# ---- pico_port_ctrl_flat ----
**pico_port_ctrl_flat: routing congestion map**

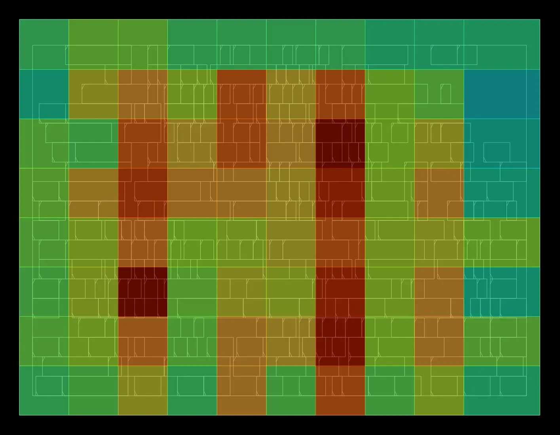

### src/rtl/pico_port_ctrl_if.sv
// kcpsm6 I/O bus as seen by the port/interrupt controller.
// The processor side drives strobes and data; the controller returns in_port and interrupt.
interface pico_port_ctrl_if;
   logic       write_strobe;
   logic       read_strobe;
   logic [7:0] port_id;
   logic [7:0] out_port;
   logic       interrupt_ack;
   logic [7:0] in_port;
   logic       interrupt;

   modport master (
      output write_strobe, read_strobe, port_id, out_port, interrupt_ack,
      input  in_port, interrupt
   );

   // read_strobe is informational only, so the controller does not take it
   modport slave (
      input  write_strobe, port_id, out_port, interrupt_ack,
      output in_port, interrupt
   );
endinterface

### src/rtl/pico_port_ctrl.sv
// Output-port decode, key command pulses, reset-pulse timer and edge-latched
// interrupt controller sitting between kcpsm6 and the clock/display datapath.
//
// state     | meaning
// S_IDLE    | no request outstanding; go to S_REQ when any bit is pending
// S_REQ     | interrupt asserted, waiting for interrupt_ack
// S_SERVICE | handler running; leave on any write to IRQ_PORT_ID
module pico_port_ctrl #(
   parameter logic [7:0] STATE_PORT_ID      = 8'h02,
   parameter logic [7:0] KEY_PORT_ID        = 8'h01,
   parameter logic [7:0] IRQ_PORT_ID        = 8'h03,
   parameter int         NUM_IRQ            = 2,
   parameter int         RESET_PULSE_CYCLES = 1044,
   parameter logic [7:0] KEY_UP             = 8'h57,
   parameter logic [7:0] KEY_DOWN           = 8'h53,
   parameter logic [7:0] KEY_LEFT           = 8'h41,
   parameter logic [7:0] KEY_RIGHT          = 8'h44,
   parameter logic [7:0] KEY_INSTR          = 8'h49,
   parameter logic [7:0] KEY_RST            = 8'h08
) (
   input  logic               clk,
   input  logic               reset,
   pico_port_ctrl_if.slave    bus,
   input  logic [7:0]         ext_in,
   input  logic [NUM_IRQ-1:0] event_in,
   output logic [7:0]         EstadoPort,
   output logic               sumar,
   output logic               restar,
   output logic               izquierda,
   output logic               derecha,
   output logic               instrucciones,
   output logic               resetO,
   output logic [NUM_IRQ-1:0] pending
);

   localparam int CW = $clog2(RESET_PULSE_CYCLES + 1);
   localparam logic [CW-1:0] RST_LOAD = CW'(RESET_PULSE_CYCLES);

   typedef enum logic [1:0] {S_IDLE, S_REQ, S_SERVICE} irq_state_t;

   irq_state_t         state_q, state_d;
   logic [7:0]         estado_q, estado_d;
   logic               sumar_q, sumar_d, restar_q, restar_d;
   logic               izq_q, izq_d, der_q, der_d;
   logic               instr_q, instr_d;
   logic [CW-1:0]      cnt_q, cnt_d;
   logic               reseto_q, reseto_d;
   logic               armed_q, armed_d;
   logic [NUM_IRQ-1:0] evt_prev_q, evt_prev_d;
   logic [NUM_IRQ-1:0] pending_q, pending_d;
   logic               irq_q, irq_d;

   logic               wr_state, wr_key, wr_irq;
   logic [NUM_IRQ-1:0] rise, clr;
   logic [7:0]         irq_rd;

   always_comb begin
      wr_state = bus.write_strobe && (bus.port_id == STATE_PORT_ID);
      wr_key   = bus.write_strobe && (bus.port_id == KEY_PORT_ID);
      wr_irq   = bus.write_strobe && (bus.port_id == IRQ_PORT_ID);

      estado_d = wr_state ? bus.out_port : estado_q;
      sumar_d  = wr_key && (bus.out_port == KEY_UP);
      restar_d = wr_key && (bus.out_port == KEY_DOWN);
      izq_d    = wr_key && (bus.out_port == KEY_LEFT);
      der_d    = wr_key && (bus.out_port == KEY_RIGHT);
      instr_d  = instr_q ^ (wr_key && (bus.out_port == KEY_INSTR));

      if (wr_key && (bus.out_port == KEY_RST))
         cnt_d = RST_LOAD;
      else if (cnt_q != '0)
         cnt_d = cnt_q - CW'(1);
      else
         cnt_d = cnt_q;
      reseto_d = (cnt_d != '0);

      // first edge after reset only primes the history, so a level held
      // high through reset release is not mistaken for an edge
      armed_d    = 1'b1;
      evt_prev_d = event_in;
      rise       = armed_q ? (event_in & ~evt_prev_q) : '0;
      clr        = wr_irq ? bus.out_port[NUM_IRQ-1:0] : '0;
      pending_d  = (pending_q & ~clr) | rise;
   end

   always_comb begin
      state_d = state_q;
      case (state_q)
         S_IDLE:    if (pending_q != '0) state_d = S_REQ;
         S_REQ:     if (bus.interrupt_ack) state_d = S_SERVICE;
         S_SERVICE: if (wr_irq) state_d = S_IDLE;
         default:   state_d = S_IDLE;
      endcase
      irq_d = (state_d == S_REQ);
   end

   always_ff @(posedge clk or negedge reset) begin
      if (!reset) begin
         state_q    <= S_IDLE;
         estado_q   <= '0;
         sumar_q    <= 1'b0;
         restar_q   <= 1'b0;
         izq_q      <= 1'b0;
         der_q      <= 1'b0;
         instr_q    <= 1'b0;
         cnt_q      <= '0;
         reseto_q   <= 1'b0;
         armed_q    <= 1'b0;
         evt_prev_q <= '0;
         pending_q  <= '0;
         irq_q      <= 1'b0;
      end else begin
         state_q    <= state_d;
         estado_q   <= estado_d;
         sumar_q    <= sumar_d;
         restar_q   <= restar_d;
         izq_q      <= izq_d;
         der_q      <= der_d;
         instr_q    <= instr_d;
         cnt_q      <= cnt_d;
         reseto_q   <= reseto_d;
         armed_q    <= armed_d;
         evt_prev_q <= evt_prev_d;
         pending_q  <= pending_d;
         irq_q      <= irq_d;
      end
   end

   always_comb begin
      irq_rd              = '0;
      irq_rd[NUM_IRQ-1:0] = pending_q;
   end

   assign bus.in_port   = (bus.port_id == IRQ_PORT_ID) ? irq_rd : ext_in;
   assign bus.interrupt = irq_q;
   assign EstadoPort    = estado_q;
   assign sumar         = sumar_q;
   assign restar        = restar_q;
   assign izquierda     = izq_q;
   assign derecha       = der_q;
   assign instrucciones = instr_q;
   assign resetO        = reseto_q;
   assign pending       = pending_q;

endmodule

### src/flat_wrapper.sv
// flat-port wrapper written by rule: the top's interface ports become plain ports
module pico_port_ctrl_flat 
#(
   parameter logic [7:0] STATE_PORT_ID      = 8'h02,
   parameter logic [7:0] KEY_PORT_ID        = 8'h01,
   parameter logic [7:0] IRQ_PORT_ID        = 8'h03,
   parameter int         NUM_IRQ            = 2,
   parameter int         RESET_PULSE_CYCLES = 1044,
   parameter logic [7:0] KEY_UP             = 8'h57,
   parameter logic [7:0] KEY_DOWN           = 8'h53,
   parameter logic [7:0] KEY_LEFT           = 8'h41,
   parameter logic [7:0] KEY_RIGHT          = 8'h44,
   parameter logic [7:0] KEY_INSTR          = 8'h49,
   parameter logic [7:0] KEY_RST            = 8'h08
)
  (clk, reset, ext_in, event_in, EstadoPort, sumar, restar, izquierda, derecha, instrucciones, resetO, pending, bus_write_strobe, bus_port_id, bus_out_port, bus_interrupt_ack, bus_in_port, bus_interrupt);
  pico_port_ctrl_if bus_i ();
  input  logic clk;
  input  logic reset;
  input  logic [7:0] ext_in;
  input  logic [NUM_IRQ-1:0] event_in;
  output logic [7:0] EstadoPort;
  output logic sumar;
  output logic restar;
  output logic izquierda;
  output logic derecha;
  output logic instrucciones;
  output logic resetO;
  output logic [NUM_IRQ-1:0] pending;
  input wire logic [$bits(bus_i.write_strobe)-1:0] bus_write_strobe;
  input wire logic [$bits(bus_i.port_id)-1:0] bus_port_id;
  input wire logic [$bits(bus_i.out_port)-1:0] bus_out_port;
  input wire logic [$bits(bus_i.interrupt_ack)-1:0] bus_interrupt_ack;
  output wire logic [$bits(bus_i.in_port)-1:0] bus_in_port;
  output wire logic [$bits(bus_i.interrupt)-1:0] bus_interrupt;
  assign bus_i.write_strobe = bus_write_strobe;
  assign bus_i.port_id = bus_port_id;
  assign bus_i.out_port = bus_out_port;
  assign bus_i.interrupt_ack = bus_interrupt_ack;
  assign bus_in_port = bus_i.in_port;
  assign bus_interrupt = bus_i.interrupt;
  pico_port_ctrl #(.STATE_PORT_ID(STATE_PORT_ID), .KEY_PORT_ID(KEY_PORT_ID), .IRQ_PORT_ID(IRQ_PORT_ID), .NUM_IRQ(NUM_IRQ), .RESET_PULSE_CYCLES(RESET_PULSE_CYCLES), .KEY_UP(KEY_UP), .KEY_DOWN(KEY_DOWN), .KEY_LEFT(KEY_LEFT), .KEY_RIGHT(KEY_RIGHT), .KEY_INSTR(KEY_INSTR), .KEY_RST(KEY_RST)) u_core (.clk(clk), .reset(reset), .bus(bus_i), .ext_in(ext_in), .event_in(event_in), .EstadoPort(EstadoPort), .sumar(sumar), .restar(restar), .izquierda(izquierda), .derecha(derecha), .instrucciones(instrucciones), .resetO(resetO), .pending(pending));
endmodule
### config.mk
export PLATFORM = sky130hd
export DESIGN_NAME = pico_port_ctrl_flat
export DESIGN_NICKNAME = d
export VERILOG_FILES = /design/src/rtl/pico_port_ctrl_if.sv /design/src/rtl/pico_port_ctrl.sv /design/src/flat_wrapper.sv
export SDC_FILE = /design/constraint.sdc
export NUM_CORES = 1
export LEC_CHECK = 0
export ABC_AREA = 1
export CAP_MARGIN = 25
export CORE_ASPECT_RATIO = 0.75
export CORE_MARGIN = 1.5
export CORE_UTILIZATION = 51
export DETAILED_ROUTE_END_ITERATION = 8
export HOLD_SLACK_MARGIN = 0.1
export PLACE_DENSITY = 0.85
export SYNTH_ARGS = -nofsm -noshare
export SYNTH_HDL_FRONTEND = slang
export SYNTH_SLANG_ARGS = --single-unit
### constraint.sdc
create_clock -name clk -period 4.8 [get_ports clk]
set_clock_uncertainty 0.15 [all_clocks]
set_input_delay 0.72 -clock clk [delete_from_list [all_inputs] [get_ports clk]]
set_output_delay 0.72 -clock clk [all_outputs]
set_load 0.005 [all_outputs]
# ---- nes_pad_responder ----
$ cat config.mk
export PLATFORM = sky130hd
export DESIGN_NAME = nes_pad_responder
export DESIGN_NICKNAME = d
export VERILOG_FILES = /design/src/rtl/nes_pad_responder.sv
export SDC_FILE = /design/constraint.sdc
export NUM_CORES = 1
export LEC_CHECK = 0
export ABC_AREA = 1
export CORE_MARGIN = 5
export CORE_UTILIZATION = 44
export DETAILED_ROUTE_END_ITERATION = 6
export PLACE_DENSITY = 0.73
export SYNTH_ARGS = -nofsm -noshare
export SYNTH_HDL_FRONTEND = slang
export SYNTH_SLANG_ARGS = --single-unit
export TNS_END_PERCENT = 30
$ cat constraint.sdc
create_clock -name clk -period 0.9 [get_ports clk]
set_clock_uncertainty 0.1 [all_clocks]
set_input_delay 0.135 -clock clk [delete_from_list [all_inputs] [get_ports clk]]
set_output_delay 0.135 -clock clk [all_outputs]
set_load 0.005 [all_outputs]
$ cat src/rtl/nes_pad_responder.sv
`default_nettype none
// ============================================================================
// Module   : nes_pad_responder
// Purpose  : Controller-side emulation of the NES pad's 4021 shift register.
//            Answers latch/pulse strobes from the console-side initiator by
//            shifting an 8-bit button word out on o_nes_data, A first.
// Revision : 1.0  initial release
//
// Ports
//   clk           in   system clock (50 MHz)
//   reset         in   synchronous, active-low reset
//   i_nes_latch   in   latch strobe, asynchronous, active-high
//   i_nes_pulse   in   shift clock, asynchronous, rising edge advances a bit
//   i_buttons     in   [7:0] 1 = pressed; 7 A, 6 B, 5 Sel, 4 Start,
//                      3 Up, 2 Down, 1 Left, 0 Right
//   o_nes_data    out  serial data, active-low, idles high
//   o_frame_done  out  one-cycle pulse when the 8th shift pulse is accepted
//   o_bit_count   out  [3:0] pulses accepted since last latch, saturates at 8
//   i_turbo_a     in   auto-fire enable for A  (NES_TURBO_EN only)
//   i_turbo_b     in   auto-fire enable for B  (NES_TURBO_EN only)
//
// Build option
//   NES_TURBO_EN  adds the turbo inputs, the TURBO_FRAMES parameter and a
//                 frame counter that auto-fires A/B. Undefined by default.
// ============================================================================
module nes_pad_responder #(
  parameter int SYNC_STAGES  = 2
`ifdef NES_TURBO_EN
  ,
  parameter int TURBO_FRAMES = 4
`endif
) (
  input  logic       clk,
  input  logic       reset,
  input  logic       i_nes_latch,
  input  logic       i_nes_pulse,
  input  logic [7:0] i_buttons,
  output logic       o_nes_data,
  output logic       o_frame_done,
  output logic [3:0] o_bit_count
`ifdef NES_TURBO_EN
  ,
  input  logic       i_turbo_a,
  input  logic       i_turbo_b
`endif
);

  typedef enum logic [1:0] {
    S_IDLE  = 2'd0,
    S_LOAD  = 2'd1,
    S_SHIFT = 2'd2,
    S_DONE  = 2'd3
  } state_t;

  // --------------------------------------------------------------------------
  // Input synchronizers
  // --------------------------------------------------------------------------
  logic [SYNC_STAGES-1:0] r_latch_sync;
  logic [SYNC_STAGES-1:0] r_pulse_sync;
  logic                   r_latch_q;     // retimed so latch lines up with edge
  logic                   r_pulse_d;
  logic                   r_pulse_edge;

  always_ff @(posedge clk) begin
    if (!reset) begin
      r_latch_sync <= '0;
      r_pulse_sync <= '0;
      r_latch_q    <= 1'b0;
      r_pulse_d    <= 1'b0;
      r_pulse_edge <= 1'b0;
    end else begin
      r_latch_sync <= {r_latch_sync[SYNC_STAGES-2:0], i_nes_latch};
      r_pulse_sync <= {r_pulse_sync[SYNC_STAGES-2:0], i_nes_pulse};
      // Both internal strobes arrive SYNC_STAGES+1 cycles after the pins, so
      // a latch and a pulse hitting the pins together are seen together.
      r_latch_q    <= r_latch_sync[SYNC_STAGES-1];
      r_pulse_d    <= r_pulse_sync[SYNC_STAGES-1];
      r_pulse_edge <= r_pulse_sync[SYNC_STAGES-1] & ~r_pulse_d;
    end
  end

  // --------------------------------------------------------------------------
  // Effective button word
  // --------------------------------------------------------------------------
  logic [7:0] w_buttons_eff;
  logic       w_done_nxt;

`ifdef NES_TURBO_EN
  localparam int c_TW = (2 * TURBO_FRAMES > 2) ? $clog2(2 * TURBO_FRAMES) : 1;
  localparam logic [c_TW-1:0] c_HALF = c_TW'(TURBO_FRAMES);
  localparam logic [c_TW-1:0] c_LAST = c_TW'(2 * TURBO_FRAMES - 1);

  logic [c_TW-1:0] r_turbo_cnt;
  logic            w_turbo_on;

  always_ff @(posedge clk) begin
    if (!reset) begin
      r_turbo_cnt <= '0;
    end else if (!i_turbo_a && !i_turbo_b) begin
      r_turbo_cnt <= '0;
    end else if (w_done_nxt) begin
      r_turbo_cnt <= (r_turbo_cnt == c_LAST) ? '0 : r_turbo_cnt + c_TW'(1);
    end
  end

  // First half of the turbo period reads as pressed.
  assign w_turbo_on    = (r_turbo_cnt < c_HALF);
  assign w_buttons_eff = {i_buttons[7] | (i_turbo_a & w_turbo_on),
                          i_buttons[6] | (i_turbo_b & w_turbo_on),
                          i_buttons[5:0]};
`else
  assign w_buttons_eff = i_buttons;
`endif

  // --------------------------------------------------------------------------
  // Frame state machine and shift datapath
  // --------------------------------------------------------------------------
  state_t     r_state;
  state_t     w_state_nxt;
  logic [7:0] r_shreg;
  logic [7:0] w_shreg_nxt;
  logic [3:0] r_bit_count;
  logic [3:0] w_count_nxt;
  logic       r_nes_data;
  logic       w_data_nxt;
  logic       r_frame_done;

  always_ff @(posedge clk) begin
    if (!reset) begin
      r_state      <= S_IDLE;
      r_shreg      <= 8'h00;
      r_bit_count  <= 4'd0;
      r_nes_data   <= 1'b1;
      r_frame_done <= 1'b0;
    end else begin
      r_state      <= w_state_nxt;
      r_shreg      <= w_shreg_nxt;
      r_bit_count  <= w_count_nxt;
      r_nes_data   <= w_data_nxt;
      r_frame_done <= w_done_nxt;
    end
  end

  always_comb begin
    w_state_nxt = r_state;
    w_shreg_nxt = r_shreg;
    w_count_nxt = r_bit_count;
    w_data_nxt  = r_nes_data;
    w_done_nxt  = 1'b0;

    if (r_latch_q) begin
      // Parallel mode: keep reloading, any coincident pulse edge is dropped.
      w_state_nxt = S_LOAD;
      w_shreg_nxt = w_buttons_eff;
      w_count_nxt = 4'd0;
      w_data_nxt  = ~w_buttons_eff[7];
    end else begin
      case (r_state)
        S_IDLE: begin
          w_state_nxt = S_IDLE;
        end
        S_LOAD: begin
          w_state_nxt = S_SHIFT;
        end
        S_SHIFT: begin
          if (r_pulse_edge) begin
            w_shreg_nxt = {r_shreg[6:0], 1'b0};
            w_count_nxt = r_bit_count + 4'd1;
            // New MSB after the shift; zero fill makes the 8th bit idle high.
            w_data_nxt  = ~r_shreg[6];
            if (r_bit_count == 4'd7) begin
              w_state_nxt = S_DONE;
              w_done_nxt  = 1'b1;
            end
          end
        end
        S_DONE: begin
          w_state_nxt = S_DONE;
        end
        default: begin
          w_state_nxt = S_IDLE;
        end
      endcase
    end
  end

  assign o_nes_data   = r_nes_data;
  assign o_frame_done = r_frame_done;
  assign o_bit_count  = r_bit_count;

endmodule
`default_nettype wire

# ---- stack_arbiter ----
`src/rtl/stack_arb_pkg.sv`:
```
// Shared types and defaults for the coordinate-stack arbiter.
// No logic; latency and backpressure are defined by stack_arbiter.
package stack_arb_pkg;
    typedef enum logic [1:0] {
        IDLE  = 2'd0,
        ISSUE = 2'd1,
        RESP  = 2'd2
    } state_t;

    localparam logic OP_PUSH = 1'b0;
    localparam logic OP_POP  = 1'b1;

    localparam int DEF_W     = 4;
    localparam int DEF_DEPTH = 16;
endpackage

```
`src/rtl/reg4B.sv`:
```
// 4-bit load register with synchronous active-high clear; one-cycle latency.
// No backpressure: holds its value whenever ld is low.
module reg4B (
    input  logic       clk,
    input  logic       rst,
    input  logic       ld,
    input  logic [3:0] d,
    output logic [3:0] q
);
    always_ff @(posedge clk) begin
        if (rst)
            q <= 4'd0;
        else if (ld)
            q <= d;
    end
endmodule

```
`src/rtl/rr_arb2.sv`:
```
// Two-input round-robin picker; combinational, zero latency.
// No backpressure: a requester that loses a tie keeps its request up and wins next time.
module rr_arb2 (
    input  logic req0,
    input  logic req1,
    input  logic last_gnt,
    output logic gnt_valid,
    output logic gnt_idx
);
    always_comb begin
        gnt_valid = req0 | req1;
        gnt_idx   = 1'b0;
        if (req0 && req1)
            gnt_idx = ~last_gnt;
        else if (req1)
            gnt_idx = 1'b1;
    end
endmodule

```
`src/rtl/stack_arbiter.sv`:
```
// Round-robin arbiter sequencing one push/pop per grant onto the shared coordinate stack.
// Strobe one cycle after grant, done/err one cycle later; losing requester holds req until served.
module stack_arbiter
    import stack_arb_pkg::*;
#(
    parameter int W     = DEF_W,
    parameter int DEPTH = DEF_DEPTH
) (
    input  logic                       clk,
    input  logic                       rst,
    input  logic                       req0,
    input  logic                       req1,
    input  logic                       op0,
    input  logic                       op1,
    input  logic [W-1:0]               xIn0,
    input  logic [W-1:0]               yIn0,
    input  logic [W-1:0]               xIn1,
    input  logic [W-1:0]               yIn1,
    output logic                       done0,
    output logic                       done1,
    output logic                       err0,
    output logic                       err1,
    output logic [W-1:0]               xOut,
    output logic [W-1:0]               yOut,
    output logic [$clog2(DEPTH+1)-1:0] count,
    output logic                       push,
    output logic                       pop,
    output logic [W-1:0]               xSt,
    output logic [W-1:0]               ySt,
    input  logic [W-1:0]               xTop,
    input  logic [W-1:0]               yTop,
    input  logic                       fail
);
    localparam int CW = $clog2(DEPTH+1);

    state_t         state, state_nxt;
    logic           last_gnt, gnt_q;
    logic [W-1:0]   x_q, y_q;
    logic           gnt_valid, gnt_idx;
    logic           sel_op, latch_en, gnt_upd, res_ld;
    logic           push_nxt, pop_nxt, done_nxt, err_nxt;
    logic [CW-1:0]  cnt_nxt;
    logic           full, empty;

    rr_arb2 u_arb (
        .req0      (req0),
        .req1      (req1),
        .last_gnt  (last_gnt),
        .gnt_valid (gnt_valid),
        .gnt_idx   (gnt_idx)
    );

    assign full  = (count == CW'(DEPTH));
    assign empty = (count == '0);
    assign xSt   = x_q;
    assign ySt   = y_q;

    always_ff @(posedge clk) begin
        if (rst)
            state <= IDLE;
        else
            state <= state_nxt;
    end

    // Full/empty are decided at grant time: count cannot move while IDLE,
    // which lets the stack strobes come straight out of flops.
    always_comb begin
        state_nxt = state;
        sel_op    = OP_PUSH;
        latch_en  = 1'b0;
        gnt_upd   = 1'b0;
        res_ld    = 1'b0;
        push_nxt  = 1'b0;
        pop_nxt   = 1'b0;
        done_nxt  = 1'b0;
        err_nxt   = 1'b0;
        cnt_nxt   = count;
        case (state)
            IDLE: begin
                if (gnt_valid) begin
                    latch_en  = 1'b1;
                    sel_op    = gnt_idx ? op1 : op0;
                    push_nxt  = (sel_op == OP_PUSH) && !full;
                    pop_nxt   = (sel_op == OP_POP) && !empty;
                    state_nxt = ISSUE;
                end
            end
            ISSUE: begin
                done_nxt  = 1'b1;
                state_nxt = RESP;
                if (push || pop) begin
                    err_nxt = fail;
                    if (!fail) begin
                        cnt_nxt = push ? count + CW'(1) : count - CW'(1);
                        res_ld  = pop;
                    end
                end else begin
                    err_nxt = 1'b1;
                end
            end
            RESP: begin
                gnt_upd   = 1'b1;
                state_nxt = IDLE;
            end
            default: state_nxt = IDLE;
        endcase
    end

    always_ff @(posedge clk) begin
        if (rst) begin
            last_gnt <= 1'b1;
            gnt_q    <= 1'b0;
            x_q      <= '0;
            y_q      <= '0;
            push     <= 1'b0;
            pop      <= 1'b0;
            done0    <= 1'b0;
            done1    <= 1'b0;
            err0     <= 1'b0;
            err1     <= 1'b0;
            count    <= '0;
        end else begin
            push  <= push_nxt;
            pop   <= pop_nxt;
            count <= cnt_nxt;
            done0 <= done_nxt & ~gnt_q;
            done1 <= done_nxt & gnt_q;
            err0  <= err_nxt & ~gnt_q;
            err1  <= err_nxt & gnt_q;
            if (latch_en) begin
                gnt_q <= gnt_idx;
                x_q   <= gnt_idx ? xIn1 : xIn0;
                y_q   <= gnt_idx ? yIn1 : yIn0;
            end
            if (gnt_upd)
                last_gnt <= gnt_q;
        end
    end

    generate
        if (W == 4) begin : g_res_reg4
            reg4B u_xout (.clk(clk), .rst(rst), .ld(res_ld), .d(xTop), .q(xOut));
            reg4B u_yout (.clk(clk), .rst(rst), .ld(res_ld), .d(yTop), .q(yOut));
        end else begin : g_res_ff
            always_ff @(posedge clk) begin
                if (rst) begin
                    xOut <= '0;
                    yOut <= '0;
                end else if (res_ld) begin
                    xOut <= xTop;
                    yOut <= yTop;
                end
            end
        end
    endgenerate
endmodule

```
`config.mk`:
```
export PLATFORM = sky130hd
export DESIGN_NAME = stack_arbiter
export DESIGN_NICKNAME = d
export VERILOG_FILES = /design/src/rtl/stack_arb_pkg.sv /design/src/rtl/reg4B.sv /design/src/rtl/rr_arb2.sv /design/src/rtl/stack_arbiter.sv
export SDC_FILE = /design/constraint.sdc
export NUM_CORES = 1
export LEC_CHECK = 0
export CAP_MARGIN = 5
export CORE_ASPECT_RATIO = 1.1
export CORE_MARGIN = 3
export CORE_UTILIZATION = 40
export DETAILED_ROUTE_END_ITERATION = 10
export PLACE_DENSITY = 0.79
export REMOVE_ABC_BUFFERS = 1
export SYNTH_ARGS = -nofsm -noshare
export SYNTH_HDL_FRONTEND = slang
export SYNTH_HIERARCHICAL = 1
export SYNTH_SLANG_ARGS = --single-unit
```
`constraint.sdc`:
```
create_clock -name clk -period 2.31 [get_ports clk]
set_input_delay 0.462 -clock clk [delete_from_list [all_inputs] [get_ports clk]]
set_output_delay 0.462 -clock clk [all_outputs]
set_load 0.02 [all_outputs]
```
**stack_arbiter: M1 wires**

Scale bar: 20 µm. Supply wires on this layer in gray.
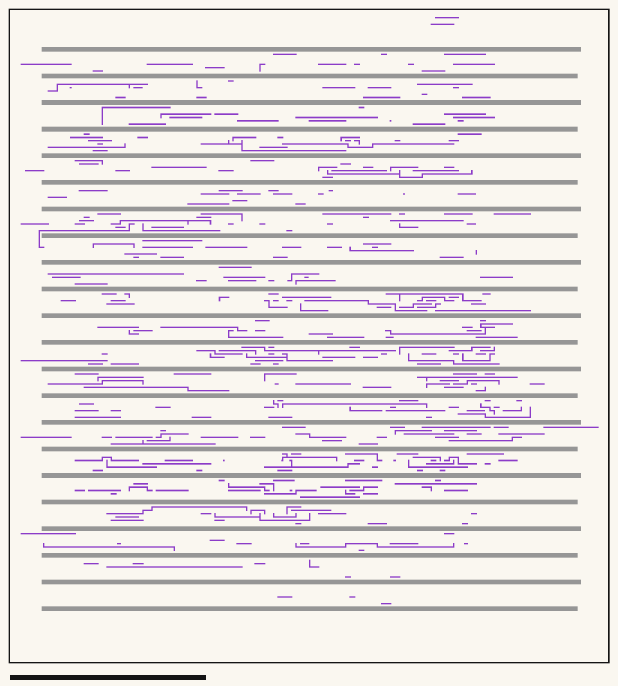
longest straight run = 14.7 µm
nets with wire on the layer = 199
wire length on this layer = 1130 µm
share of all routed wire = 37%
main direction = horizontal

**stack_arbiter: met2 routing**

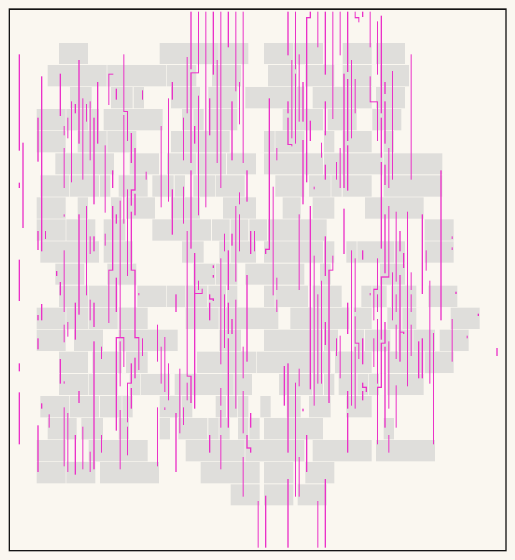
nets with wire on the layer = 203
main direction = vertical
wire length on this layer = 1610 µm
share of all routed wire = 52%
longest straight run = 24.0 µm

==> GITHUB_STEP_SUMMARY, stack_arbiter <==
## Implementation flow summary

| Metric | Value |
|---|---|
| Status | completed |
| Post-layout util | 63.5% |
| Clock-cell share | 2.08% |
| Power Total | 1070 µW |
| Reg clk slew, reported paths | 0.08 ns |
| Power Dens Cells | 539 mW/mm² |
| OpenROAD warning count | 25 |
| Gr usage total | 17.1% |
| Psw | 279 µW |
| Final Instance Area | approximately 0.002 mm² |
| Final Wtd Congestion | 0.825 |
| Switching Fraction | 26.1% |
| Number of global-route vias before repair | 1157 |
| Max power group | sequential cells |
| DP HPWL | 2510 µm |
| Max-area cell share | 46.5% |
| Cells on worst reg2reg path | 6 |
| Number of buffers inserted by hold repair at cts | 0 |
| Max-slew headroom | 69.5% |
| RSZ-0062 raised after global routing | no |
| Die area | a little over 0.004 mm² |
| Top cells, area | dfxtp_1 (47%), mux2i_1 (13%), nor2_1 (8.2%) |
| Startpoint Class | register |
| Hold_ws | 0.462 ns |
| Combinational gate count | 94 |
| Resized cells post-CTS | 0 |
| M1 WL | 1130 µm |
| XOR Share, Synth | 1.31% |
| Number of max-cap violations | 0 |
| Signal buffers share of area | 30.3% |
| Final #Nets | 233 |
| Dominant cell type by area after synthesis | dfxtp_1 |
| Num ports | 58 |
| Combinational share of power | 21.1% |
| Final hold violation count | 0 |
| Dominant flop cell | dfxtp_1 |
| Largest delay share family, worst path | buffers and inverters |
| First DRT Iteration DRCs | 59 |
**nes_pad_responder: metal 3**

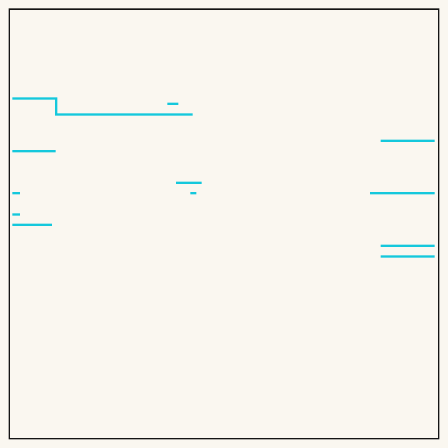
wire length on this layer = 69.0 µm
nets with wire on the layer = 10

==> GITHUB_STEP_SUMMARY, nes_pad_responder <==
## Implementation flow summary

| Metric | Value |
|---|---|
| Status | finished, violations left |
| Failing checks | setup timing |
| M1 WL | 975 µm |
| Flop share of the area | 33.2% |
| Seq pwr share | 51.9% |
| Max Freq | approximately 900 MHz |
| Setup WS post-layout | -0.236 ns |
| Final Max Slew Viols | 0 |
| Met1 Use GR | 15.1% |
| Hold endpoint | r_pulse_sync[0] |
| Synth Area in Compound Gates | 7.76% |
| Core area | 0.00196 mm² |
| CLK BUF | 3 |
| Top layer in use | met4 |
| Sequential cell area | 462 µm² |
| Placement-stage cell area | between 0.001 and 0.0015 mm² |
| GRT busiest layer | met2 |
| Yosys Chip Area | 903 µm² |
| Area fraction in mux cells | 0% |
| Hold path cells | 3 |
| Power Dens Cells | ~1400 mW/mm² |
| Non-clock buffers | 32 |
| Final Instance Area | 0.00139 mm² |
| Final setup viols | 20 |
| Critical path cell sequence | buf_6 -> ha_4 -> nand3b_1 -> nor2_1 -> nor2_1 -> nor2_1 |
| Top cells, area | dfxtp_1 (49%), nand2_1 (16%), inv_1 (7.5%) |
| DR WL met3 | ~68 µm |
| Floorplan utilization | 46.0% |
| XOR Share, Synth | 0% |
| Critical path buffers and inverters | 1 |
| Register share after synthesis | roughly 50% |
**pico_port_ctrl_flat: placed cells, one color a class**

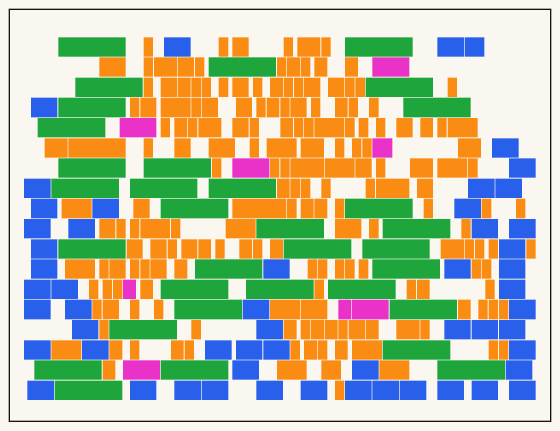
orange -> combinational and other logic  # cells 185, share of their area 41%
magenta -> clock drivers and dummy loads  # cells 8, share of their area 3.5%
blue -> remaining buffers and delay cells  # cells 55, share of their area 22%
green -> sequential cells  # cells 33, share of their area 33%

**pico_port_ctrl_flat: metal 3**

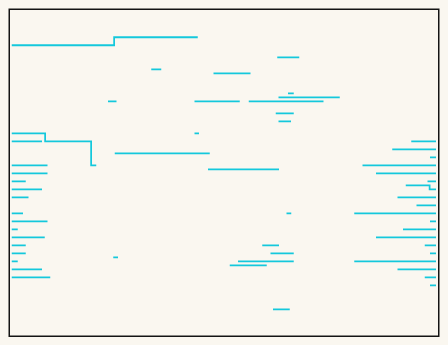
main direction = horizontal
nets with wire on the layer = 47
share of all routed wire = 7.4%
longest straight run = 17.2 µm
wire length on this layer = 310 µm

Notes on 'routing congestion map' of pico_port_ctrl_flat above:
met3 Resource Use GR: 5.84%
gr usage total: 22.9%
wire per inst: 13.0 µm

==> GITHUB_STEP_SUMMARY, pico_port_ctrl_flat <==
## Implementation flow summary

| Metric | Value |
|---|---|
| Setup WS pre-CTS | 1.37 ns |
| Max reg flops | 11 |
| Combinational share of power | 21.2% |
| Largest class | multi-input combinational cells |
| Max-area cell share | 44.4% |
| Reg clk slew, reported paths | 0.07 ns |
| Die area | 0.00402 mm² |
| Mapped Area | 0.00186 mm² |
| Int Pwr | 477 µW |
| Crit path DAT | 2.56 ns |
| Status | completed |
| Seq cells | 33 |
| Top cells, area | dfrtp_1 (44%), nand2_1 (7.7%), inv_1 (6.7%) |
| Clock network power share | between 30% and 40% |
| Top cells by count | nand2_1 (38), dfrtp_1 (33), inv_1 (33) |
| Resized cells post-CTS | 0 |
| Crit path max-delay cell type | clkdlybuf4s50_1 |
| Combinational gate count | 149 |
| CTS tree | done |
| Hold path cells | 1 |
| Worst setup path endpoint | bus_in_port[1] |
| Setup WS post-layout | 1.37 ns |
| CP max stage delay | between 0.4 and 0.5 ns |
| Clock net power | 207 µW |
| Simple share | a little over a third |
| Num Clock Sinks | 33 |

Power and IR drop assume default switching activity.
